=== lsu ===
===== config.mk =====
export PLATFORM = sky130hd
export DESIGN_NAME = lsu
export DESIGN_NICKNAME = d
export VERILOG_FILES = /design/src/rtl/lsu.sv
export SDC_FILE = /design/constraint.sdc
export NUM_CORES = 1
export LEC_CHECK = 0
export CAP_MARGIN = 30
export CORE_ASPECT_RATIO = 2
export CORE_MARGIN = 2
export CORE_UTILIZATION = 45
export CTS_BUF_LIST = sky130_fd_sc_hd__clkbuf_16
export CTS_CLUSTER_SIZE = 14
export DETAILED_ROUTE_END_ITERATION = 10
export PLACE_DENSITY = 0.86
export SYNTH_ARGS = -nofsm -noshare
export SYNTH_HDL_FRONTEND = slang
export SYNTH_SLANG_ARGS = --single-unit

===== constraint.sdc =====
create_clock -name clk -period 5 [get_ports clk]
set_clock_uncertainty 0.1 [all_clocks]
set_input_delay 1.5 -clock clk [delete_from_list [all_inputs] [get_ports clk]]
set_output_delay 1.5 -clock clk [all_outputs]
set_load 0.1 [all_outputs]

===== src/rtl/lsu.sv =====
// RV32I load/store unit: one data-memory access per request, with byte/half lane steering and a bus timeout.
// Build option: define LSU_MISALIGN_TRAP_EN to trap misaligned H/W accesses instead of performing them.
module lsu #(
  parameter int unsigned TIMEOUT_CYCLES = 255
) (
  input  logic        clk,
  input  logic        rst_n,
  input  logic        start,
  input  logic        is_store,
  input  logic [2:0]  funct3,
  input  logic [31:0] addr,
  input  logic [31:0] wdata,
  output logic        busy,
  output logic        done,
  output logic [31:0] rdata,
  output logic        err,
  output logic        misalign,
  output logic        mem_req,
  output logic        mem_we,
  output logic [31:0] mem_addr,
  output logic [31:0] mem_wdata,
  output logic [3:0]  mem_be,
  input  logic        mem_ack,
  input  logic [31:0] mem_rdata
);

  localparam int unsigned CNT_W = (TIMEOUT_CYCLES > 1) ? $clog2(TIMEOUT_CYCLES) : 1;
  localparam logic [CNT_W-1:0] CNT_LAST = CNT_W'(TIMEOUT_CYCLES - 1);

  typedef enum logic [1:0] {IDLE, REQ, DONE} state_t;
  typedef enum logic [1:0] {SZ_B, SZ_H, SZ_W} size_t;

  state_t            state_q, state_d;
  logic [CNT_W-1:0]  cnt_q, cnt_d;
  logic [2:0]        funct3_q, funct3_d;
  logic [1:0]        addr_lo_q, addr_lo_d;
  logic              busy_d, done_d, err_d, misalign_d;
  logic [31:0]       rdata_d;
  logic              mem_req_d, mem_we_d;
  logic [31:0]       mem_addr_d, mem_wdata_d;
  logic [3:0]        mem_be_d;
  logic              mis;

  // Undefined width codes fall through to word.
  function automatic size_t size_of(input logic [2:0] f3);
    case (f3)
      3'b000, 3'b100: size_of = SZ_B;
      3'b001, 3'b101: size_of = SZ_H;
      default:        size_of = SZ_W;
    endcase
  endfunction

  function automatic logic [3:0] be_of(input logic st, input logic [2:0] f3, input logic [1:0] lo);
    be_of = 4'b1111;
    if (st) begin
      case (size_of(f3))
        SZ_B:    be_of = 4'b0001 << lo;
        SZ_H:    be_of = lo[1] ? 4'b1100 : 4'b0011;
        default: be_of = 4'b1111;
      endcase
    end
  endfunction

  function automatic logic [31:0] wdata_of(input logic [2:0] f3, input logic [31:0] wd);
    case (size_of(f3))
      SZ_B:    wdata_of = {4{wd[7:0]}};
      SZ_H:    wdata_of = {2{wd[15:0]}};
      default: wdata_of = wd;
    endcase
  endfunction

  // funct3[2] selects zero-extension (BU/HU).
  function automatic logic [31:0] load_ext(input logic [2:0] f3, input logic [1:0] lo,
                                           input logic [31:0] d);
    logic [7:0]  b;
    logic [15:0] h;
    b = d[{lo, 3'b000} +: 8];
    h = d[{lo[1], 4'b0000} +: 16];
    case (size_of(f3))
      SZ_B:    load_ext = {{24{b[7] & ~f3[2]}}, b};
      SZ_H:    load_ext = {{16{h[15] & ~f3[2]}}, h};
      default: load_ext = d;
    endcase
  endfunction

`ifdef LSU_MISALIGN_TRAP_EN
  always_comb begin
    mis = 1'b0;
    case (size_of(funct3))
      SZ_H:    mis = addr[0];
      SZ_W:    mis = (addr[1:0] != 2'b00);
      default: mis = 1'b0;
    endcase
  end
`else
  assign mis = 1'b0;
`endif

  // Next-state and next-output logic; every output register is loaded from its _d value.
  always_comb begin
    state_d     = state_q;
    cnt_d       = cnt_q;
    funct3_d    = funct3_q;
    addr_lo_d   = addr_lo_q;
    mem_req_d   = 1'b0;
    mem_we_d    = mem_we;
    mem_addr_d  = mem_addr;
    mem_wdata_d = mem_wdata;
    mem_be_d    = mem_be;
    done_d      = 1'b0;
    err_d       = 1'b0;
    misalign_d  = 1'b0;
    rdata_d     = '0;
    case (state_q)
      IDLE: begin
        if (start) begin
          funct3_d  = funct3;
          addr_lo_d = addr[1:0];
          cnt_d     = '0;
          if (mis) begin
            state_d    = DONE;
            done_d     = 1'b1;
            misalign_d = 1'b1;
          end else begin
            state_d     = REQ;
            mem_req_d   = 1'b1;
            mem_we_d    = is_store;
            mem_addr_d  = {addr[31:2], 2'b00};
            mem_be_d    = be_of(is_store, funct3, addr[1:0]);
            mem_wdata_d = wdata_of(funct3, wdata);
          end
        end
      end
      REQ: begin
        if (mem_ack) begin
          state_d = DONE;
          done_d  = 1'b1;
          rdata_d = mem_we ? 32'h0 : load_ext(funct3_q, addr_lo_q, mem_rdata);
        end else if (cnt_q == CNT_LAST) begin
          state_d = DONE;
          done_d  = 1'b1;
          err_d   = 1'b1;
        end else begin
          cnt_d     = cnt_q + CNT_W'(1);
          mem_req_d = 1'b1;
        end
      end
      DONE:    state_d = IDLE;
      default: state_d = IDLE;
    endcase
    busy_d = (state_d != IDLE);
  end

  always_ff @(posedge clk) begin
    if (!rst_n) begin
      state_q   <= IDLE;
      cnt_q     <= '0;
      funct3_q  <= '0;
      addr_lo_q <= '0;
      busy      <= 1'b0;
      done      <= 1'b0;
      err       <= 1'b0;
      misalign  <= 1'b0;
      rdata     <= '0;
      mem_req   <= 1'b0;
      mem_we    <= 1'b0;
      mem_addr  <= '0;
      mem_wdata <= '0;
      mem_be    <= '0;
    end else begin
      state_q   <= state_d;
      cnt_q     <= cnt_d;
      funct3_q  <= funct3_d;
      addr_lo_q <= addr_lo_d;
      busy      <= busy_d;
      done      <= done_d;
      err       <= err_d;
      misalign  <= misalign_d;
      rdata     <= rdata_d;
      mem_req   <= mem_req_d;
      mem_we    <= mem_we_d;
      mem_addr  <= mem_addr_d;
      mem_wdata <= mem_wdata_d;
      mem_be    <= mem_be_d;
    end
  end

endmodule


=== stopwatch_core_ext ===
==> src/rtl/stopwatch_core_ext.sv <==
// stopwatch_core_ext
// Up/down centisecond timer: minutes / seconds / 10 ms fields driven by an
// internal prescaler tick, with saturating preset load, synchronous clear,
// lap capture, up-count rollover pulse and a countdown-complete flag.
//
// Ports:
//   clk_core        sole clock, rising edge
//   rst             asynchronous active-low reset
//   en              run enable; low freezes prescaler and fields
//   dir             0 = count up, 1 = count down
//   clr             synchronous clear (highest priority)
//   load            synchronous preset from ld_min/ld_sec/ld_cs (saturated)
//   ld_min/sec/cs   preset values
//   lap             capture request; snapshot of pre-edge live fields
//   min_o/sec_o/ms_10_o              live fields
//   lap_min_o/lap_sec_o/lap_ms_10_o  captured fields
//   lap_valid_o     one-cycle pulse after a capture
//   wrap_o          one-cycle pulse after an up-count rollover
//   done_o          level, set once a countdown reaches 00:00:00
module stopwatch_core_ext #(
  parameter int TICK_DIV = 500000,
  parameter int MIN_MAX  = 59
) (
  input  logic       clk_core,
  input  logic       rst,
  input  logic       en,
  input  logic       dir,
  input  logic       clr,
  input  logic       load,
  input  logic [5:0] ld_min,
  input  logic [5:0] ld_sec,
  input  logic [6:0] ld_cs,
  input  logic       lap,
  output logic [5:0] min_o,
  output logic [5:0] sec_o,
  output logic [6:0] ms_10_o,
  output logic [5:0] lap_min_o,
  output logic [5:0] lap_sec_o,
  output logic [6:0] lap_ms_10_o,
  output logic       lap_valid_o,
  output logic       wrap_o,
  output logic       done_o
);

  // A one-bit prescaler is kept even for TICK_DIV=1; it then stays at 0.
  localparam int            PW         = (TICK_DIV > 1) ? $clog2(TICK_DIV) : 1;
  localparam logic [PW-1:0] PRESC_LAST = PW'(TICK_DIV - 1);
  localparam logic [5:0]    MIN_LIM    = 6'(MIN_MAX);
  localparam logic [5:0]    SEC_LIM    = 6'd59;
  localparam logic [6:0]    CS_LIM     = 7'd99;

  logic [PW-1:0] presc_reg, presc_next;
  logic [5:0]    min_reg, min_next;
  logic [5:0]    sec_reg, sec_next;
  logic [6:0]    cs_reg, cs_next;
  logic [5:0]    lap_min_reg, lap_min_next;
  logic [5:0]    lap_sec_reg, lap_sec_next;
  logic [6:0]    lap_cs_reg, lap_cs_next;
  logic          lap_valid_reg, lap_valid_next;
  logic          wrap_reg, wrap_next;
  logic          done_reg, done_next;
  logic          tick;
  logic          halted;

  // A finished countdown parks the prescaler until dir returns to 0.
  assign halted = dir & done_reg;

  always_comb begin
    presc_next     = presc_reg;
    min_next       = min_reg;
    sec_next       = sec_reg;
    cs_next        = cs_reg;
    done_next      = done_reg;
    wrap_next      = 1'b0;
    lap_min_next   = lap_min_reg;
    lap_sec_next   = lap_sec_reg;
    lap_cs_next    = lap_cs_reg;
    lap_valid_next = 1'b0;
    tick           = 1'b0;

    if (clr) begin
      presc_next = '0;
      min_next   = '0;
      sec_next   = '0;
      cs_next    = '0;
      done_next  = 1'b0;
    end else if (load) begin
      min_next   = (ld_min > MIN_LIM) ? MIN_LIM : ld_min;
      sec_next   = (ld_sec > SEC_LIM) ? SEC_LIM : ld_sec;
      cs_next    = (ld_cs  > CS_LIM)  ? CS_LIM  : ld_cs;
      presc_next = '0;
      done_next  = 1'b0;
    end else begin
      if (en && !halted) begin
        if (presc_reg == PRESC_LAST) begin
          presc_next = '0;
          tick       = 1'b1;
        end else begin
          presc_next = presc_reg + 1'b1;
        end
      end

      if (!dir) begin
        done_next = 1'b0;
      end

      if (tick && !dir) begin
        if (cs_reg < CS_LIM) begin
          cs_next = cs_reg + 7'd1;
        end else if (sec_reg < SEC_LIM) begin
          sec_next = sec_reg + 6'd1;
          cs_next  = '0;
        end else if (min_reg < MIN_LIM) begin
          min_next = min_reg + 6'd1;
          sec_next = '0;
          cs_next  = '0;
        end else begin
          min_next  = '0;
          sec_next  = '0;
          cs_next   = '0;
          wrap_next = 1'b1;
        end
      end else if (tick && dir) begin
        if (cs_reg != '0) begin
          cs_next = cs_reg - 7'd1;
        end else if (sec_reg != '0) begin
          sec_next = sec_reg - 6'd1;
          cs_next  = CS_LIM;
        end else if (min_reg != '0) begin
          min_next = min_reg - 6'd1;
          sec_next = SEC_LIM;
          cs_next  = CS_LIM;
        end
        // Also covers a tick while already at zero: fields hold, flag sets.
        if (min_next == '0 && sec_next == '0 && cs_next == '0) begin
          done_next = 1'b1;
        end
      end
    end

    // Lap snapshot uses the pre-edge live fields; clear overrides capture.
    if (clr) begin
      lap_min_next = '0;
      lap_sec_next = '0;
      lap_cs_next  = '0;
    end else if (lap) begin
      lap_min_next   = min_reg;
      lap_sec_next   = sec_reg;
      lap_cs_next    = cs_reg;
      lap_valid_next = 1'b1;
    end
  end

  always_ff @(posedge clk_core or negedge rst) begin
    if (!rst) begin
      presc_reg     <= '0;
      min_reg       <= '0;
      sec_reg       <= '0;
      cs_reg        <= '0;
      lap_min_reg   <= '0;
      lap_sec_reg   <= '0;
      lap_cs_reg    <= '0;
      lap_valid_reg <= 1'b0;
      wrap_reg      <= 1'b0;
      done_reg      <= 1'b0;
    end else begin
      presc_reg     <= presc_next;
      min_reg       <= min_next;
      sec_reg       <= sec_next;
      cs_reg        <= cs_next;
      lap_min_reg   <= lap_min_next;
      lap_sec_reg   <= lap_sec_next;
      lap_cs_reg    <= lap_cs_next;
      lap_valid_reg <= lap_valid_next;
      wrap_reg      <= wrap_next;
      done_reg      <= done_next;
    end
  end

  assign min_o       = min_reg;
  assign sec_o       = sec_reg;
  assign ms_10_o     = cs_reg;
  assign lap_min_o   = lap_min_reg;
  assign lap_sec_o   = lap_sec_reg;
  assign lap_ms_10_o = lap_cs_reg;
  assign lap_valid_o = lap_valid_reg;
  assign wrap_o      = wrap_reg;
  assign done_o      = done_reg;

endmodule

==> config.mk <==
export PLATFORM = sky130hd
export DESIGN_NAME = stopwatch_core_ext
export DESIGN_NICKNAME = d
export VERILOG_FILES = /design/src/rtl/stopwatch_core_ext.sv
export SDC_FILE = /design/constraint.sdc
export NUM_CORES = 1
export LEC_CHECK = 0
export ABC_CLOCK_PERIOD_IN_PS = 6550
export CAP_MARGIN = 20
export CORE_ASPECT_RATIO = 0.6
export CORE_MARGIN = 1.5
export CORE_UTILIZATION = 50
export DETAILED_ROUTE_END_ITERATION = 10
export MAX_ROUTING_LAYER = met4
export PLACE_DENSITY = 0.76
export RECOVER_POWER = 50
export SLEW_MARGIN = 20
export SYNTH_ARGS = -nofsm -noshare
export SYNTH_HDL_FRONTEND = slang
export SYNTH_SLANG_ARGS = --single-unit
==> constraint.sdc <==
create_clock -name clk_core -period 6.55 [get_ports clk_core]
set_clock_uncertainty 0.05 [all_clocks]
set_input_delay 1.31 -clock clk_core [delete_from_list [all_inputs] [get_ports clk_core]]
set_output_delay 1.31 -clock clk_core [all_outputs]
set_load 0.005 [all_outputs]

==> gallery <==
Cell classes on the final placement.
The bar under the picture is 20 um long.
Plate I
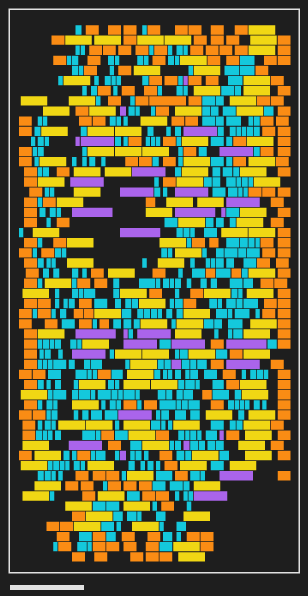
Plate II
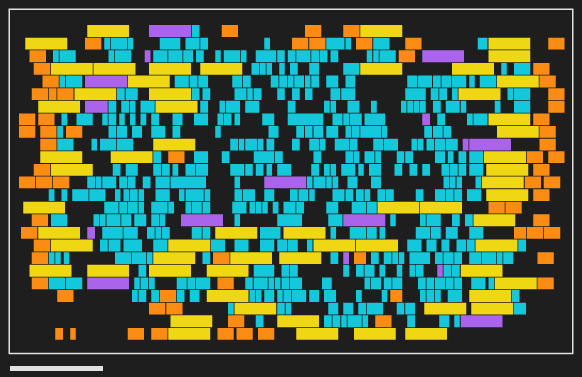
- most sequential cells: Plate I
- largest die: Plate I
Plate II: stopwatch_core_ext
Plate I: lsu

Key to Plate I:
remaining logic cells: shown in cyan, cells 415, share of their area 31%. remaining buffers and delay cells: shown in orange, cells 215, share of their area 29%. clock drivers and dummy loads: shown in purple, cells 31, share of their area 8.3%. registers: shown in yellow, cells 118, share of their area 32%.

### Selected gate families, lsu

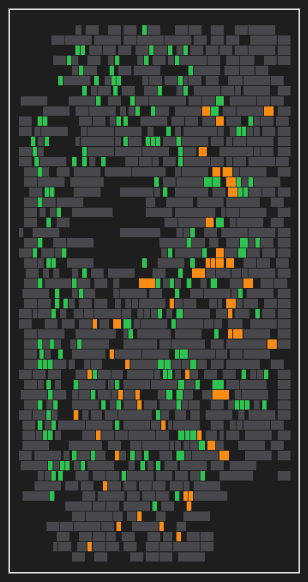
nand cells: shown in green, cells 168, where widely spread. nor cells: shown in orange, cells 49.
most frequent logic cell in the layout: clkdlybuf4s50_1
Comb area share: 29.88%
Non-Filler Instances: 916

==> results.toml, lsu <==
# synthesis and place-and-route metrics
[outcome]
status = "complete, no violations"

[setup_path]
r2r-start = "addr_lo_q[1]$_SDFFE_PN0P_"
timing.rr.end = "rdata[24]$_SDFF_PP0_"
ff2ff_setup_slack_ns = 2.55
crit_cells = 1
criticalPathCategory = "reg -> out"

[die]
core-area_mm2 = 0.01054

[worst_hold_path]
hold_start = "mem_addr[13]$_SDFFE_PN0P_"
min_to = "mem_addr[13]$_SDFFE_PN0P_"
hold_path_class = "reg -> reg"

[global_routing]
use_met1_pct = 26.35
grt_first_pass_wirelength_um = 24790
grt-ovfl-total = 0
use_met3_pct = 7.032
busiest_layer = "met2"

[sta]
relSlewSlack_pct = 31.21

[pwr]
leakage_nw = 2.868

[clock_tree]
clock_sinks = 118
postCtsHoldBufs = 0
post_cts_resized = 0

[yosys]
synthesis.area_per_instance_um2 = 8.341
synth_top_flop_cell = "dfxtp_1"

[route]
wl_per_cell_um = 17.24
drc = 0

[finish]
top_regs = "mem_wdata: 32 flops, rdata: 32 flops, mem_addr: 30 flops"
-- lsu: synthesized netlist by cell type (8+ instances only) --
cell | instances | area [um^2]
mux2i_1 | 24 | 240.2
nor2_1 | 27 | 101.4
a21oi_1 | 83 | 415.4
nand2_1 | 146 | 548.0
buf_2 | 13 | 65.06
nand3_1 | 11 | 55.05
a211oi_1 | 8 | 60.06
nor2b_1 | 10 | 62.56
dfxtp_1 | 118 | 2362
a311oi_1 | 9 | 78.83
clkbuf_1 | 30 | 112.6
o221a_2 | 8 | 90.09
nor3b_1 | 10 | 75.07
o21ai_0 | 24 | 120.1
nand2b_1 | 9 | 56.30
-- lsu: kinds of logic (layout without fill, tap and decap cells) --
logic type | after synthesis | count (layout) | synth area share [%]
compound gates | 157 | 157 | 20.05
fa+ha+maj | 2 | 2 | 0.5154
other cells | 1 | 3 | 0.07725
simple gates | 225 | 225 | 20.54
flops | 118 | 118 | 48.66
buf+inv | 54 | 249 | 4.974
mux | 25 | 25 | 5.180
-- lsu: final cells by class --
class                      instances  area (um^2)
clock buffer                      17        425.4
clock inverter                    14        191.4
fill                             773         2969
inverter                           3        11.26
multi-input combinational        412         2263
sequential                       118         2362
tap                              137        171.4
timing repair buffer             215         2150
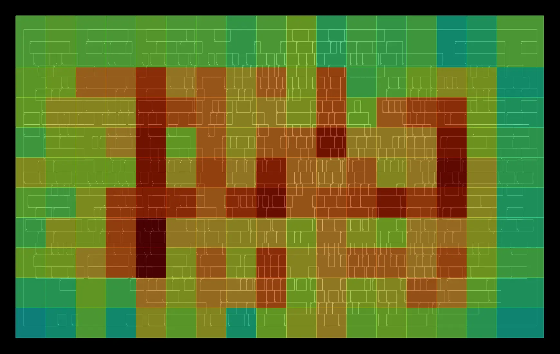
*Routing congestion map, stopwatch_core_ext*
GR Util All Layers: 30.18%
end-of-flow core utilization: 63.66%

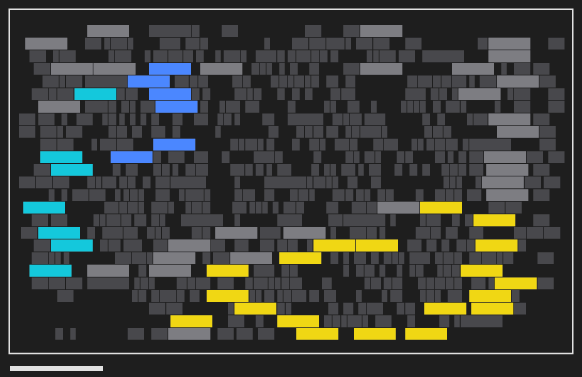
*Register map, names as in the netlist, stopwatch_core_ext*
The bar under the picture is 20 um long.
min_o: shown in blue, flops 6. lap_ms_10_o: shown in cyan, flops 7. presc_reg: shown in yellow, flops 19.
Another 28 sequential cells are not coloured.
seq pwr: 454 uW
Reg area: 0.001501 mm^2

==> results.toml, stopwatch_core_ext <==
# synthesis and place-and-route metrics
[outcome]
failed_checks = "max-capacitance violations, max-slew violations"
status = "finished, violations left"

[job]
warning_count = 31
maxCapViolCount = 1

[sta]
maxSlewViolCount = 61
finalClockPeriodUsage_pct = 63.07
rsz0062_at_grt = "false"

[pwr]
p_int_uw = 806.5
clockPowerShare_pct = 35.4

[clock_tree]
clockBufferDepth = 2
clockRootBuffer = "clkbuf_16"

[setup_path]
r2r-start = "presc_reg[0]$_DFFE_PN0P_"
crit_cells = 8

[yosys]
yosysChipArea_mm2 = 0.004188
ys_cells = 517

[global_routing]
grt_pass1_vias = 3787

[placement]
dp_hpwl_um = 8579
-- stopwatch_core_ext: per-stage QoR --
stage          util, %  hold slack (ns)  setup WS, ns  total power, mW  cells
2_1_floorplan        -           0.3865         3.701           0.6525    517
3_3_place_gp     60.47           0.4268         2.284           0.7685    658
3_5_place_dp     60.41           0.4392         2.128           0.7740    658
4_1_cts          63.70           0.4502         2.425            1.204    674
5_1_grt          63.66           0.4872         1.834            1.261    674
6_report         63.66           0.4523         2.419            1.204    674
-- stopwatch_core_ext: power by group through the flow --
stage,logic [mW],registers (mW),clock network [mW]
floorplan,0.234,0.419,0
global placement,0.311,0.457,0
detailed placement,0.316,0.458,0
CTS,0.319,0.452,0.433
global route,0.354,0.459,0.447
finish,0.323,0.454,0.426
-- stopwatch_core_ext: worst paths after layout --
check	end	slack (ns)
max	min_o[1]$_DFFE_PN0P_	2.42
min	presc_reg[17]$_DFFE_PN0P_	0.45
max reg2reg	min_o[1]$_DFFE_PN0P_	3.20
min reg2reg	presc_reg[17]$_DFFE_PN0P_	0.45
max in group asynchronous	sec_o[2]$_DFFE_PN0P_	2.54
min in group asynchronous	lap_ms_10_o[1]$_DFFE_PN0P_	2.10

=== uart_test_check ===
`config.mk`:
```
export PLATFORM = sky130hd
export DESIGN_NAME = uart_test_check
export DESIGN_NICKNAME = d
export VERILOG_FILES = /design/src/rtl/uart_test_check.sv
export SDC_FILE = /design/constraint.sdc
export NUM_CORES = 1
export LEC_CHECK = 0
export CAP_MARGIN = 20
export CORE_MARGIN = 2
export CORE_UTILIZATION = 40
export CTS_CLUSTER_SIZE = 20
export DETAILED_ROUTE_END_ITERATION = 10
export PLACE_DENSITY = 0.74
export SLEW_MARGIN = 40
export SYNTH_ARGS = -nofsm -noshare
export SYNTH_HDL_FRONTEND = slang
export SYNTH_SLANG_ARGS = --single-unit
export TNS_END_PERCENT = 1
```
`constraint.sdc`:
```
create_clock -name clk -period 1.88 [get_ports clk]
set_clock_uncertainty 0.05 [all_clocks]
set_input_delay 0.376 -clock clk [delete_from_list [all_inputs] [get_ports clk]]
set_output_delay 0.376 -clock clk [all_outputs]
set_load 0.02 [all_outputs]
```
`src/rtl/uart_test_check.sv`:
```
// uart_test_check: checks that bytes from uartrx form an incrementing
// 8-bit sequence. It acquires lock, counts good and bad bytes, and drops
// lock when the link goes silent.
module uart_test_check #(
    parameter int unsigned LOCK_COUNT     = 4,
    parameter int unsigned TIMEOUT_CYCLES = 4096,
    parameter int unsigned CNT_W          = 16
) (
    input  logic             clk,
    input  logic             rst,
    input  logic [7:0]       datain,
    input  logic             rdsig,
    input  logic             frame_err,
    input  logic             clr,
    output logic             locked,
    output logic             err,
    output logic             timeout,
    output logic [7:0]       expected,
    output logic [CNT_W-1:0] ok_cnt,
    output logic [CNT_W-1:0] err_cnt
);

    localparam int unsigned IDLE_W = (TIMEOUT_CYCLES > 2) ? $clog2(TIMEOUT_CYCLES) : 1;

    typedef enum logic [1:0] {
        ST_IDLE   = 2'd0,
        ST_SYNC   = 2'd1,
        ST_LOCKED = 2'd2
    } state_t;

    state_t              state, state_n;
    logic [3:0]          match_cnt, match_cnt_n;
    logic [IDLE_W-1:0]   idle_cnt, idle_cnt_n;
    logic [7:0]          expected_n;
    logic                err_n, timeout_n;
    logic                ok_inc, err_inc;
    logic                is_match, expiry;
    logic [3:0]          match_inc;

    assign is_match  = rdsig && !frame_err && (datain == expected);
    assign expiry    = !rdsig && (idle_cnt == IDLE_W'(TIMEOUT_CYCLES - 1));
    assign match_inc = match_cnt + 4'd1;

    // Next-state, sequence tracking and event decode.
    always_comb begin
        state_n     = state;
        match_cnt_n = match_cnt;
        idle_cnt_n  = idle_cnt;
        expected_n  = expected;
        err_n       = 1'b0;
        timeout_n   = 1'b0;
        ok_inc      = 1'b0;
        err_inc     = 1'b0;
        case (state)
            ST_IDLE: begin
                idle_cnt_n = '0;
                if (rdsig && !frame_err) begin
                    expected_n  = datain + 8'd1;
                    match_cnt_n = 4'd1;
                    state_n     = (LOCK_COUNT == 1) ? ST_LOCKED : ST_SYNC;
                end
            end
            ST_SYNC: begin
                if (rdsig) begin
                    idle_cnt_n = '0;
                    if (frame_err) begin
                        state_n     = ST_IDLE;
                        match_cnt_n = '0;
                    end else if (is_match) begin
                        match_cnt_n = match_inc;
                        expected_n  = datain + 8'd1;
                        if (match_inc == 4'(LOCK_COUNT))
                            state_n = ST_LOCKED;
                    end else begin
                        match_cnt_n = 4'd1;
                        expected_n  = datain + 8'd1;
                    end
                end else if (expiry) begin
                    state_n     = ST_IDLE;
                    match_cnt_n = '0;
                    idle_cnt_n  = '0;
                end else begin
                    idle_cnt_n = idle_cnt + 1'b1;
                end
            end
            ST_LOCKED: begin
                if (rdsig) begin
                    idle_cnt_n = '0;
                    if (frame_err) begin
                        // A lost byte still occupies one sequence slot.
                        err_n      = 1'b1;
                        err_inc    = 1'b1;
                        expected_n = expected + 8'd1;
                    end else if (is_match) begin
                        ok_inc     = 1'b1;
                        expected_n = datain + 8'd1;
                    end else begin
                        err_n      = 1'b1;
                        err_inc    = 1'b1;
                        expected_n = datain + 8'd1;
                    end
                end else if (expiry) begin
                    state_n     = ST_IDLE;
                    match_cnt_n = '0;
                    idle_cnt_n  = '0;
                    timeout_n   = 1'b1;
                end else begin
                    idle_cnt_n = idle_cnt + 1'b1;
                end
            end
            default: begin
                state_n = ST_IDLE;
            end
        endcase
    end

    // State and registered status outputs.
    always_ff @(posedge clk) begin
        if (rst) begin
            state     <= ST_IDLE;
            match_cnt <= '0;
            idle_cnt  <= '0;
            expected  <= '0;
            locked    <= 1'b0;
            err       <= 1'b0;
            timeout   <= 1'b0;
        end else begin
            state     <= state_n;
            match_cnt <= match_cnt_n;
            idle_cnt  <= idle_cnt_n;
            expected  <= expected_n;
            locked    <= (state_n == ST_LOCKED);
            err       <= err_n;
            timeout   <= timeout_n;
        end
    end

    // Good/bad byte counters; clr overrides a coincident count.
    always_ff @(posedge clk) begin
        if (rst || clr) begin
            ok_cnt  <= '0;
            err_cnt <= '0;
        end else begin
            if (ok_inc)
                ok_cnt <= ok_cnt + 1'b1;
            if (err_inc && (err_cnt != '1))
                err_cnt <= err_cnt + 1'b1;
        end
    end

endmodule

```
=== fetch_controller ===
<file path="config.mk">
export PLATFORM = sky130hd
export DESIGN_NAME = fetch_controller
export DESIGN_NICKNAME = d
export VERILOG_FILES = /design/src/rtl/fetch_controller.sv
export SDC_FILE = /design/constraint.sdc
export NUM_CORES = 1
export LEC_CHECK = 0
export CAP_MARGIN = 10
export CORE_ASPECT_RATIO = 1.1
export CORE_MARGIN = 10
export CORE_UTILIZATION = 50
export CTS_BUF_LIST = sky130_fd_sc_hd__clkbuf_4
export DETAILED_ROUTE_END_ITERATION = 10
export GPL_TIMING_DRIVEN = 0
export MAX_ROUTING_LAYER = met4
export PLACE_DENSITY = 0.89
export SYNTH_ARGS = -nofsm -noshare
export SYNTH_HDL_FRONTEND = slang
export SYNTH_SLANG_ARGS = --single-unit
</file>
<file path="constraint.sdc">
create_clock -name clk_i -period 6.84 [get_ports clk_i]
set_clock_uncertainty 0.1 [all_clocks]
set_input_delay 1.368 -clock clk_i [delete_from_list [all_inputs] [get_ports clk_i]]
set_output_delay 1.368 -clock clk_i [all_outputs]
set_load 0.1 [all_outputs]
</file>
<file path="src/rtl/fetch_controller.sv">
// Fetch sequencer in front of the instruction buffer: owns the fetch PC, throttles requests
// against buffer occupancy and memory requests in flight, and drops stale responses after a redirect.
module fetch_controller #(
    parameter int unsigned BUFFER_SIZE     = 8,
    parameter int unsigned MAX_OUTSTANDING = 4,
    parameter logic [31:0] RESET_ADDRESS   = 32'h0000_0000
) (
    input  logic        clk_i,
    input  logic        rst_n_i,
    input  logic        redirect_i,
    input  logic [31:0] redirect_address_i,
    input  logic        halt_i,
    input  logic        predict_taken_i,
    input  logic [31:0] predict_target_i,
    input  logic        fetch_ready_i,
    input  logic        fetch_valid_i,
    input  logic        buf_read_i,
    output logic        fetch_request_o,
    output logic [31:0] fetch_address_o,
    output logic        buf_write_address_o,
    output logic        buf_write_speculative_o,
    output logic [31:0] buf_address_o,
    output logic        buf_speculative_o,
    output logic        buf_write_instruction_o,
    output logic        buf_flush_o,
    output logic        halted_o
);
    localparam int unsigned OCC_W  = $clog2(BUFFER_SIZE) + 1;
    localparam int unsigned PEND_W = $clog2(MAX_OUTSTANDING) + 1;
    localparam logic [OCC_W-1:0]  OCC_MAX  = OCC_W'(BUFFER_SIZE);
    localparam logic [PEND_W-1:0] PEND_MAX = PEND_W'(MAX_OUTSTANDING);
    localparam logic [PEND_W-1:0] PEND_ONE = PEND_W'(1);

    typedef enum logic [1:0] {RUN, DRAIN, HALTED} state_t;

    state_t            state_q;
    logic              halted_q;
    logic [31:0]       pc_q, pc_d;
    logic [OCC_W-1:0]  occ_q, occ_d, occ_e;
    logic [PEND_W-1:0] pend_q, pend_d;
    logic [PEND_W-1:0] kill_q, kill_d;
    logic [31:0]       req_addr;
    logic              issue, pop, drop, drain_done;

    always_comb begin
        occ_e    = redirect_i ? '0 : occ_q;
        req_addr = redirect_i ? redirect_address_i : pc_q;

        fetch_request_o = rst_n_i && (state_q == RUN) && !halt_i
                          && (occ_e < OCC_MAX) && (pend_q < PEND_MAX);
        issue = fetch_request_o && fetch_ready_i;

        // A redirect flushes the buffer, so the read that decode does in that cycle is void.
        pop  = buf_read_i && !redirect_i && (occ_q != '0);
        // Responses landing in the redirect cycle belong to the flushed stream as well.
        drop = fetch_valid_i && (redirect_i || (kill_q != '0));

        fetch_address_o         = req_addr;
        buf_address_o           = req_addr;
        buf_write_address_o     = issue;
        buf_write_speculative_o = issue;
        buf_speculative_o       = rst_n_i && predict_taken_i && !redirect_i;
        buf_write_instruction_o = rst_n_i && fetch_valid_i && !drop;
        buf_flush_o             = rst_n_i && redirect_i;
        halted_o                = halted_q;

        pc_d = pc_q;
        if (issue) begin
            pc_d = (predict_taken_i && !redirect_i) ? predict_target_i : req_addr + 32'd4;
        end else if (redirect_i) begin
            pc_d = redirect_address_i;
        end

        occ_d  = occ_e + OCC_W'(issue) - OCC_W'(pop);
        pend_d = pend_q + PEND_W'(issue) - PEND_W'(fetch_valid_i);

        if (redirect_i) begin
            kill_d = pend_q - PEND_W'(fetch_valid_i);
        end else begin
            kill_d = kill_q - PEND_W'(fetch_valid_i && (kill_q != '0));
        end

        drain_done = (pend_q == '0) || ((pend_q == PEND_ONE) && fetch_valid_i);
    end

    always_ff @(posedge clk_i or negedge rst_n_i) begin
        if (!rst_n_i) begin
            state_q  <= RUN;
            halted_q <= 1'b0;
            pc_q     <= RESET_ADDRESS;
            occ_q    <= '0;
            pend_q   <= '0;
            kill_q   <= '0;
        end else begin
            pc_q   <= pc_d;
            occ_q  <= occ_d;
            pend_q <= pend_d;
            kill_q <= kill_d;
            unique case (state_q)
                RUN: begin
                    if (halt_i) state_q <= DRAIN;
                end
                DRAIN: begin
                    if (!halt_i) begin
                        state_q <= RUN;
                    end else if (drain_done) begin
                        state_q  <= HALTED;
                        halted_q <= 1'b1;
                    end
                end
                HALTED: begin
                    if (!halt_i) begin
                        state_q  <= RUN;
                        halted_q <= 1'b0;
                    end
                end
                default: begin
                    state_q  <= RUN;
                    halted_q <= 1'b0;
                end
            endcase
        end
    end
endmodule

</file>
=== trace_drain_ctrl ===
$ cat config.mk
export PLATFORM = sky130hd
export DESIGN_NAME = trace_drain_ctrl
export DESIGN_NICKNAME = d
export VERILOG_FILES = /design/src/rtl/trace_drain_ctrl.sv
export SDC_FILE = /design/constraint.sdc
export NUM_CORES = 1
export LEC_CHECK = 0
export ABC_CLOCK_PERIOD_IN_PS = 7500
export CAP_MARGIN = 20
export CORE_MARGIN = 3
export CORE_UTILIZATION = 49
export CTS_CLUSTER_SIZE = 10
export DETAILED_ROUTE_END_ITERATION = 12
export PLACE_DENSITY = 0.68
export SLEW_MARGIN = 20
export SYNTH_ARGS = -nofsm -noshare
export SYNTH_HDL_FRONTEND = slang
export SYNTH_SLANG_ARGS = --single-unit
export TNS_END_PERCENT = 20
$ cat constraint.sdc
create_clock -name clk -period 7.5 [get_ports clk]
set_clock_uncertainty 0.1 [all_clocks]
set_input_delay 1.125 -clock clk [delete_from_list [all_inputs] [get_ports clk]]
set_output_delay 1.125 -clock clk [all_outputs]
set_load 0.02 [all_outputs]
$ cat src/rtl/trace_drain_ctrl.sv
// trace_drain_ctrl
//   Output-side controller for the Gouram trace unit. Captures 128-bit trace
//   records into a small FIFO while armed. Serialises each record into four
//   32-bit beats, least-significant word first, on a valid/ready stream.
//   Records dropped on a full FIFO are counted so the host can detect loss.
//
// Parameters
//   FIFO_DEPTH  record slots (power of two, >= 2)
//   OVF_WIDTH   width of the saturating overflow counter
//
// Ports
//   clk, rst_n               clock / asynchronous active-low reset
//   trace_data_i             record from Gouram
//   trace_capture_enable_i   one-cycle record-valid strobe
//   arm_i, disarm_i          open / close the capture window (disarm wins)
//   m_data_o, m_valid_o,
//   m_ready_i, m_last_o      beat stream toward the sink
//   busy_o                   controller not idle
//   fifo_count_o             records held, including the one being serialised
//   overflow_count_o         records dropped in the current window
//   records_sent_o           records fully transferred in the current window
module trace_drain_ctrl #(
   parameter int FIFO_DEPTH = 4,
   parameter int OVF_WIDTH  = 16
) (
   input  logic                          clk,
   input  logic                          rst_n,
   input  logic [127:0]                  trace_data_i,
   input  logic                          trace_capture_enable_i,
   input  logic                          arm_i,
   input  logic                          disarm_i,
   output logic [31:0]                   m_data_o,
   output logic                          m_valid_o,
   input  logic                          m_ready_i,
   output logic                          m_last_o,
   output logic                          busy_o,
   output logic [$clog2(FIFO_DEPTH):0]   fifo_count_o,
   output logic [OVF_WIDTH-1:0]          overflow_count_o,
   output logic [31:0]                   records_sent_o
);

   localparam int PW = $clog2(FIFO_DEPTH);
   localparam int CW = PW + 1;
   localparam logic [CW-1:0] FULL_COUNT = CW'(FIFO_DEPTH);

   localparam logic [1:0] S_IDLE  = 2'd0;
   localparam logic [1:0] S_RUN   = 2'd1;
   localparam logic [1:0] S_DRAIN = 2'd2;

   logic [1:0]           state;
   logic [127:0]         mem [FIFO_DEPTH];
   logic [PW-1:0]        wr_ptr;
   logic [PW-1:0]        rd_ptr;
   logic [CW-1:0]        count;
   logic [1:0]           idx;
   logic [OVF_WIDTH-1:0] ovf_cnt;
   logic [31:0]          sent_cnt;

   logic                 strobe_run;
   logic                 push;
   logic                 drop;
   logic                 beat_xfer;
   logic                 pop;
   logic [127:0]         head;
   logic [31:0]          head_word;

   // Full/empty are decided from the registered count only, so a pop in the
   // same cycle never frees a slot for a simultaneous strobe.
   assign strobe_run = (state == S_RUN) && trace_capture_enable_i;
   assign push       = strobe_run && (count < FULL_COUNT);
   assign drop       = strobe_run && (count == FULL_COUNT);
   assign beat_xfer  = m_valid_o && m_ready_i;
   assign pop        = beat_xfer && (idx == 2'd3);

   assign head = mem[rd_ptr];

   always_comb begin
      head_word = head[31:0];
      case (idx)
         2'd0: head_word = head[31:0];
         2'd1: head_word = head[63:32];
         2'd2: head_word = head[95:64];
         2'd3: head_word = head[127:96];
         default: head_word = head[31:0];
      endcase
   end

   // Data is forced to zero while nothing is valid so the unreset storage
   // never shows on the port (all outputs read 0 out of reset).
   assign m_valid_o        = (count != '0);
   assign m_data_o         = m_valid_o ? head_word : '0;
   assign m_last_o         = m_valid_o && (idx == 2'd3);
   assign busy_o           = (state != S_IDLE);
   assign fifo_count_o     = count;
   assign overflow_count_o = ovf_cnt;
   assign records_sent_o   = sent_cnt;

   // Record storage carries no reset; validity is tracked by count.
   always_ff @(posedge clk) begin
      if (push) mem[wr_ptr] <= trace_data_i;
   end

   always_ff @(posedge clk or negedge rst_n) begin
      if (!rst_n) begin
         state <= S_IDLE;
      end else begin
         case (state)
            S_IDLE:  if (arm_i && !disarm_i) state <= S_RUN;
            S_RUN:   if (disarm_i)           state <= S_DRAIN;
            S_DRAIN: if (count == '0)        state <= S_IDLE;
            default:                         state <= S_IDLE;
         endcase
      end
   end

   always_ff @(posedge clk or negedge rst_n) begin
      if (!rst_n) begin
         wr_ptr <= '0;
         rd_ptr <= '0;
         count  <= '0;
         idx    <= '0;
      end else begin
         if (push) wr_ptr <= wr_ptr + PW'(1);
         if (pop)  rd_ptr <= rd_ptr + PW'(1);
         if (beat_xfer) idx <= idx + 2'd1;
         case ({push, pop})
            2'b10:   count <= count + CW'(1);
            2'b01:   count <= count - CW'(1);
            default: count <= count;
         endcase
      end
   end

   always_ff @(posedge clk or negedge rst_n) begin
      if (!rst_n) begin
         ovf_cnt  <= '0;
         sent_cnt <= '0;
      end else if (state == S_IDLE) begin
         // FIFO is empty and strobes are ignored in IDLE, so arming can clear
         // without racing a pop or a drop.
         if (arm_i && !disarm_i) begin
            ovf_cnt  <= '0;
            sent_cnt <= '0;
         end
      end else begin
         if (drop && (ovf_cnt != '1)) ovf_cnt <= ovf_cnt + OVF_WIDTH'(1);
         if (pop) sent_cnt <= sent_cnt + 32'd1;
      end
   end

endmodule


## Gallery

Wiring by layer.
(a)
The bar under the picture is 50 um long. Only two layers are drawn.
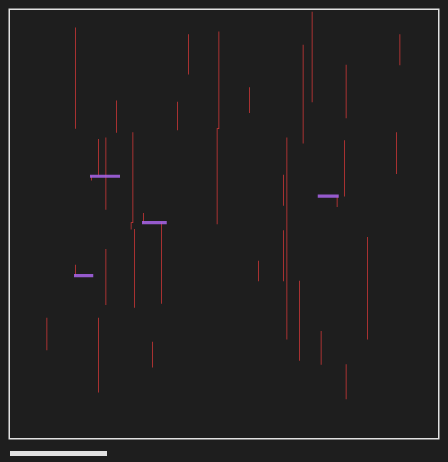
(b)
The bar under the picture is 20 um long. Only two layers are drawn.
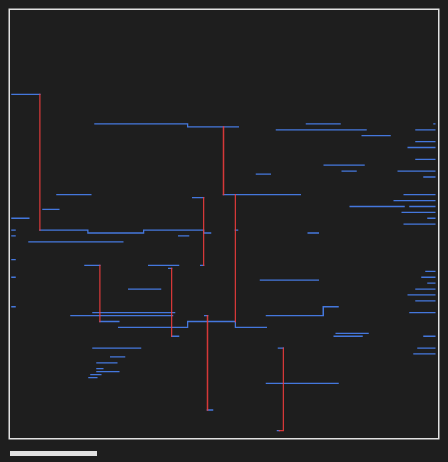
(c)
The bar under the picture is 20 um long. Only two layers are drawn.
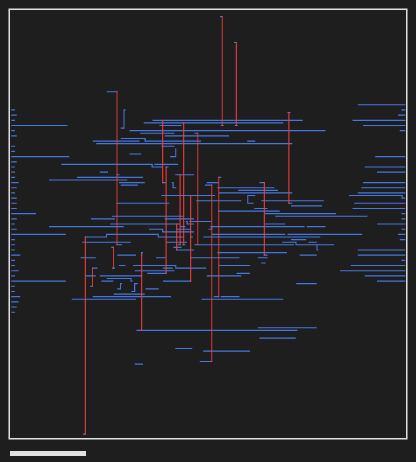
| from | picture |
|---|---|
| trace_drain_ctrl | (a) |
| uart_test_check | (b) |
| fetch_controller | (c) |

### Routing congestion map, trace_drain_ctrl

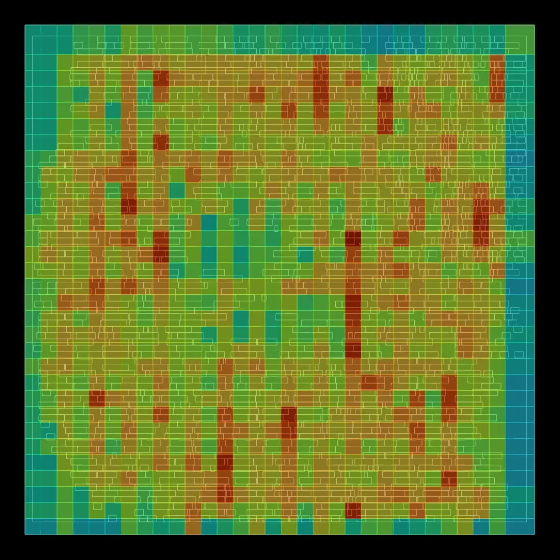
GR Util All Layers: 19.87%
end-of-flow core utilization: 60.65%
M2 GR Usage: 31.58%
detail-routed net length per standard cell: 23.78 um

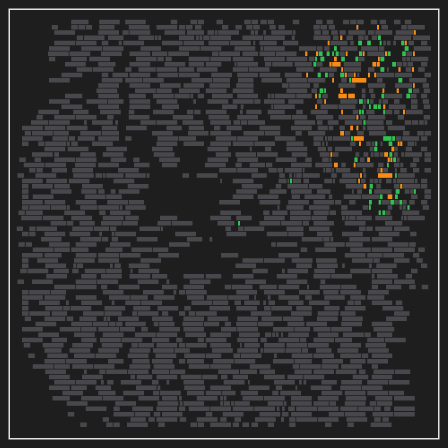
*Selected gate families, trace_drain_ctrl*
nor cells: shown in orange, cells 63, where north-east. nand cells: shown in green, cells 69, where north-east.
most frequent logic cell in the layout: edfxtp_1
Non-Filler Instances: 1982
Comb area share: 19.29%

==> results.toml, trace_drain_ctrl <==
# synthesis and place-and-route metrics
[finish]
inverters_excl_clock = 14
nets = 1515
drive_above_1_share_pct = 17.22
combGateArea_mm2 = 0.005218

[sta]
rsz0062_at_grt = "false"

[die]
rows = 77

[yosys]
synth_top_flop_cell = "edfxtp_1"
top_area_cell = "edfxtp_1"
ys_sh_mux_pct = 13.08
synth_warnings = 0

[pwr]
irDropWorstVdd_v = 0.0002732

[setup_path]
worst_ep_arrival_time_ns = 3.79
critPathLaunchType = "flip-flop"
startpoint = "rd_ptr[0]$_DFFE_PN0P_"
r2r-start = "state[1]$_DFFE_PN0P_"

[outcome]
status = "complete, no violations"

[worst_hold_path]
hold_path_class = "reg -> reg"

[placement]
portBuffers = 219
gp_congestion = 0.8257

[clock_tree]
clockBufferDepth = 3
post_cts_resized = 0

[route]
first_iter_violations = 1171

[global_routing]
use_met3_pct = 4.440
grt_pass1_vias = 12040
antenna_found_initial = 6
trace_drain_ctrl: cells by family (layout without fill, tap and decap cells):
kind of cell             after synthesis  count (layout)
AND/OR/NAND/NOR                      160             160
buffers and inverters                 72             337
flip-flops                           571             571
XOR/XNOR                              33              33
AND-OR/OR-AND                        143             143
other                                  0               2
adder cells (fa/ha/maj)               12              12
multiplexers                         132             132
trace_drain_ctrl: critical path, stage by stage, from the launching register on:
cell,delay [ns]
dfrtp_4,0.89
buf_12,0.43
mux4_2,0.56
a222oi_1,0.52
a21oi_1,0.13
clkdlybuf4s50_1,0.61
trace_drain_ctrl: worst paths after layout:
check / to / slack, ns / cells past startpoint
setup / recovery: m_data_o[3] / 2.48 / 5
hold / removal: idx[0]$_DFFE_PN0P_ / 0.44 / 1
setup reg to reg: mem[0][41]$_DFFE_PP_ / 4.25 / 4
hold reg to reg: idx[0]$_DFFE_PN0P_ / 0.44 / 1
max in group asynchronous: rd_ptr[0]$_DFFE_PN0P_ / 6.07 / 2
min in group asynchronous: records_sent_o[3]$_DFFE_PN0P_ / 0.63 / 2
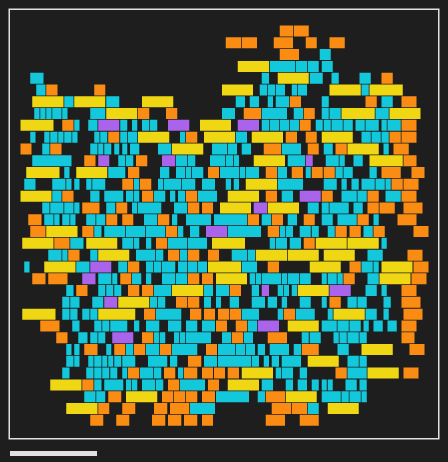
*Cell classes on the final placement, uart_test_check*
The bar under the picture is 20 um long.
remaining logic cells: shown in cyan, cells 371, share of their area 47%. remaining buffers and delay cells: shown in orange, cells 162, share of their area 26%. registers: shown in yellow, cells 61, share of their area 23%. clock drivers and dummy loads: shown in purple, cells 16, share of their area 3.3%.
end-of-flow core utilization: 62.24%
Seq area share: 22.75%

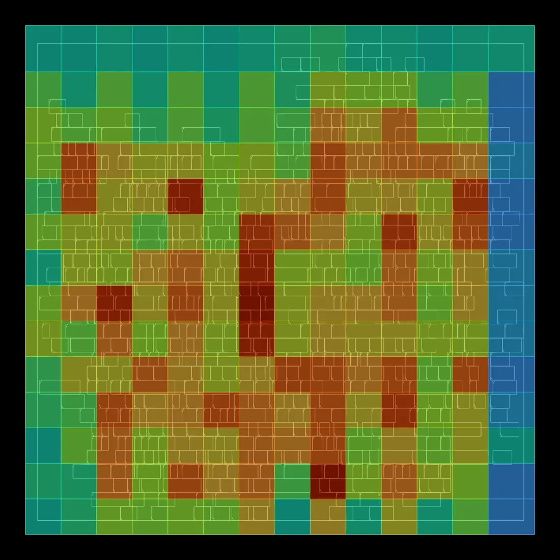
*Routing congestion map, uart_test_check*
grt peak-use layer: met2
detail-routed net length per standard cell: 15.22 um
met1 Usage GRT: 28.51%
GR Util met3: 4.894%

==> results.toml, uart_test_check <==
# synthesis and place-and-route metrics
[finish]
drive_above_1_share_pct = 29.34
lay_top_cells = "103 x buf_4, 52 x dfxtp_1, 51 x nand2_1"
buffers = 162
flop_area_mm2 = 0.001235
clock_area_share_pct = 3.250

[setup_path]
path_delay_family = "simple AND/OR/NAND/NOR gates"
crit_slowest_cell = "or4_4"
worst-endpoint-required_ns = 2.09
worst_ep_arrival_time_ns = 2.17
reg2reg_depth = 7

[sta]
fin_setup_tns_ns = -0.7203
setup_slack_ns = -0.08815
relSlewSlack_pct = 45.74
setup-violations-final = 20

[yosys]
synth.cell_area_mm2 = 0.003586
async_flop_share_pct = 0
yosysChipArea_mm2 = 0.003586
synthesis.area_per_instance_um2 = 7.951

[global_routing]
grt_first_pass_wirelength_um = 18090

[pwr]
irDropWorstVdd_v = 0.0004132
power_density_mw_per_mm2 = 537.7

[route]
wl_met3_um = 517
via_per_inst = 5.734
routed_wl_um = 10930

[outcome]
failed_checks = "negative setup slack"
status = "finished, violations left"

[clock_tree]
clockBufferDepth = 2
-- uart_test_check: cells by family after synthesis --
group,synth area share [%]
buf+inv,3.454
fa+ha+maj,3.838
mux,0.2791
compound gates,22.33
xor+xnor,3.663
simple gates,32.38
flops,34.05
-- uart_test_check: path summary, 6_finish.rpt --
| check | end | slack [ns] |
|---|---|---|
| min | ok_cnt[15]$_SDFFE_PP0P_ | 0.44 |
| max reg2reg | err_cnt[14]$_SDFFE_PP0P_ | -0.09 |
| min reg2reg | ok_cnt[15]$_SDFFE_PP0P_ | 0.44 |
| max | err_cnt[14]$_SDFFE_PP0P_ | -0.09 |
-- uart_test_check: power by group --
part | switching (mW) | leakage (nW) | internal, mW | total [mW]
clock | 0.586 | 0.0891 | 0.481 | 1.07
sequential | 0.0238 | 0.498 | 1.32 | 1.34
combinational | 0.263 | 1.78 | 0.249 | 0.512
-- uart_test_check: worst min-delay path, cell delays in order (launching register included) --
cell,delay (ns)
dfxtp_1,0.33
o31ai_1,0.06
a21oi_1,0.06
-- uart_test_check: state kept, by name (all words and copies together), names as in the netlist --
register	flops
err_cnt	16
ok_cnt	16
idle_cnt	12
expected	8
match_cnt	4
state	2
err	1
locked	1
timeout	1
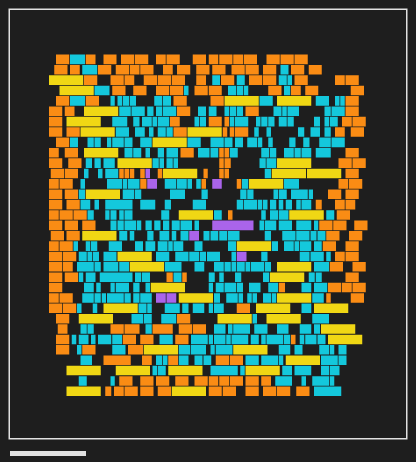
*Cell classes on the final placement, fetch_controller*
The bar under the picture is 20 um long.
remaining buffers and delay cells: shown in orange, cells 203, share of their area 34%. clock drivers and dummy loads: shown in purple, cells 8, share of their area 1.5%. remaining logic cells: shown in cyan, cells 353, share of their area 44%. registers: shown in yellow, cells 45, share of their area 21%.
Core Region: 0.007515 mm^2
Post-Layout Inst Area: 0.005509 mm^2
end-of-flow core utilization: 73.31%

==> results.toml, fetch_controller <==
# synthesis and place-and-route metrics
[outcome]
status = "complete, no violations"

[sta]
finalHoldViolations = 0
finalClockPeriodUsage_pct = 94.17

[setup_path]
path_delay_family = "buffers and inverters"
worst_ep_arrival_time_ns = 4.97
endpoint = "buf_write_speculative_o"

[global_routing]
busiest_layer = "met2"
grt.met2_usage_pct = 42.43
grt_usage_pct = 24.86
use_met1_pct = 28.36
grt_first_pass_wirelength_um = 23360

[die]
num_io_pins = 143

[clock_tree]
post_cts_resized = 0
cts_tree = "done"
clk_latency_ns = 0.36

[route]
first_pass_iters = 5
num_vias = 4332
wl_per_cell_um = 20.95

[yosys]
edf_count = 0
xor_share_pct = 1.586
ys_sh_mux_pct = 10.03
simple_gate_share_pct = 23.24
ys_seq_share_pct = 29.13
yosysChipArea_mm2 = 0.003866

[pwr]
power_mw = 1.338
irDropWorstVdd_v = 0.0001500

[worst_hold_path]
hold_depth = 1
min_to = "state_q[0]$_DFFE_PN0P_"

[finish]
finalNonFillerCells = 714

[placement]
dp_slack_ns = 0.4631
fetch_controller: final cells by class:
class	instances	area, um^2
Timing Repair Buffer	142	1426
Tap cell	105	131.4
Fill cell	608	2006
Multi-Input combinational cell	319	2233
Inverter	34	127.6
Clock buffer	6	45.04
Sequential cell	45	1126
Clock inverter	2	33.78
Buffer	61	385.4
fetch_controller: cell usage after synthesis (3+ instances only):
cell / count
buf_1: 3
nand2b_1: 8
nand3b_1: 10
buf_2: 5
dfrtp_1: 45
inv_1: 34
and2_1: 4
xnor2_1: 4
ha_1: 11
mux2i_1: 23
o21ai_0: 26
o22ai_1: 5
nor3_1: 11
nand3_1: 26
a222oi_1: 4
o211ai_1: 3
nand4_1: 14
nand4b_1: 3
clkbuf_1: 17
a311oi_1: 4
or3_1: 9
nor2_1: 21
nand2_1: 32
mux2_2: 14
o31ai_1: 3
a32oi_1: 4
a21oi_1: 16
and3_1: 5
a211oi_1: 5
xor2_1: 3
a22oi_1: 9
nor4_1: 7
buf_4: 33
fetch_controller: sequential cells by signal (all words and copies together) (netlist names):
signal,cells
pc_q,32
occ_q,4
halted_o,1
kill_q,3
state_q,2
pend_q,3


==> screenshots <==
Register map, names as in the netlist.
picture 1
The bar under the picture is 50 um long.
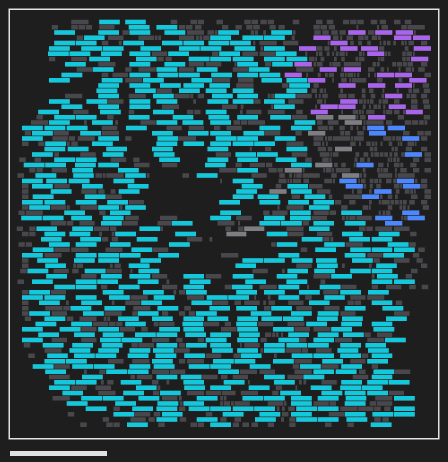
picture 2
The bar under the picture is 20 um long.
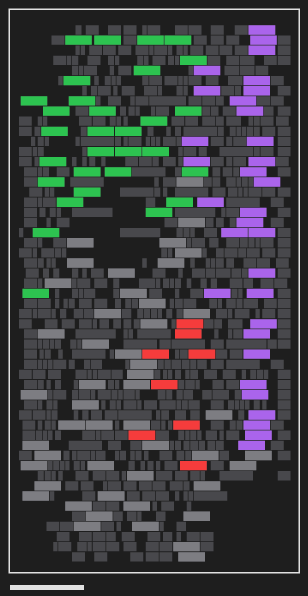
picture 3
The bar under the picture is 20 um long.
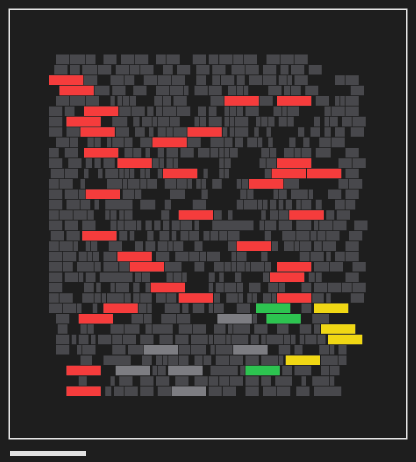
picture 4
The bar under the picture is 20 um long.
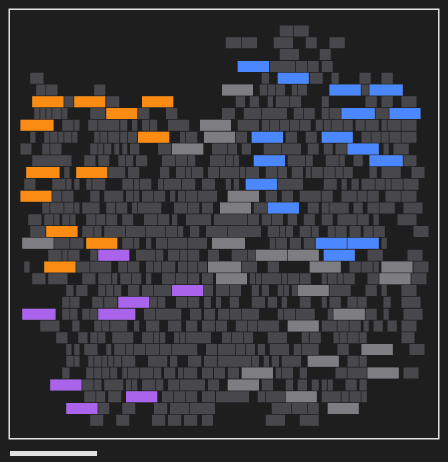
| from | picture |
|---|---|
| lsu | picture 2 |
| trace_drain_ctrl | picture 1 |
| uart_test_check | picture 4 |
| fetch_controller | picture 3 |

Key to picture 3:
occ_q: shown in yellow, flops 4, where south-east. pc_q: shown in red, flops 32. kill_q: shown in green, flops 3.
Another 6 sequential cells are not coloured.

Power and IR drop assume default switching activity.
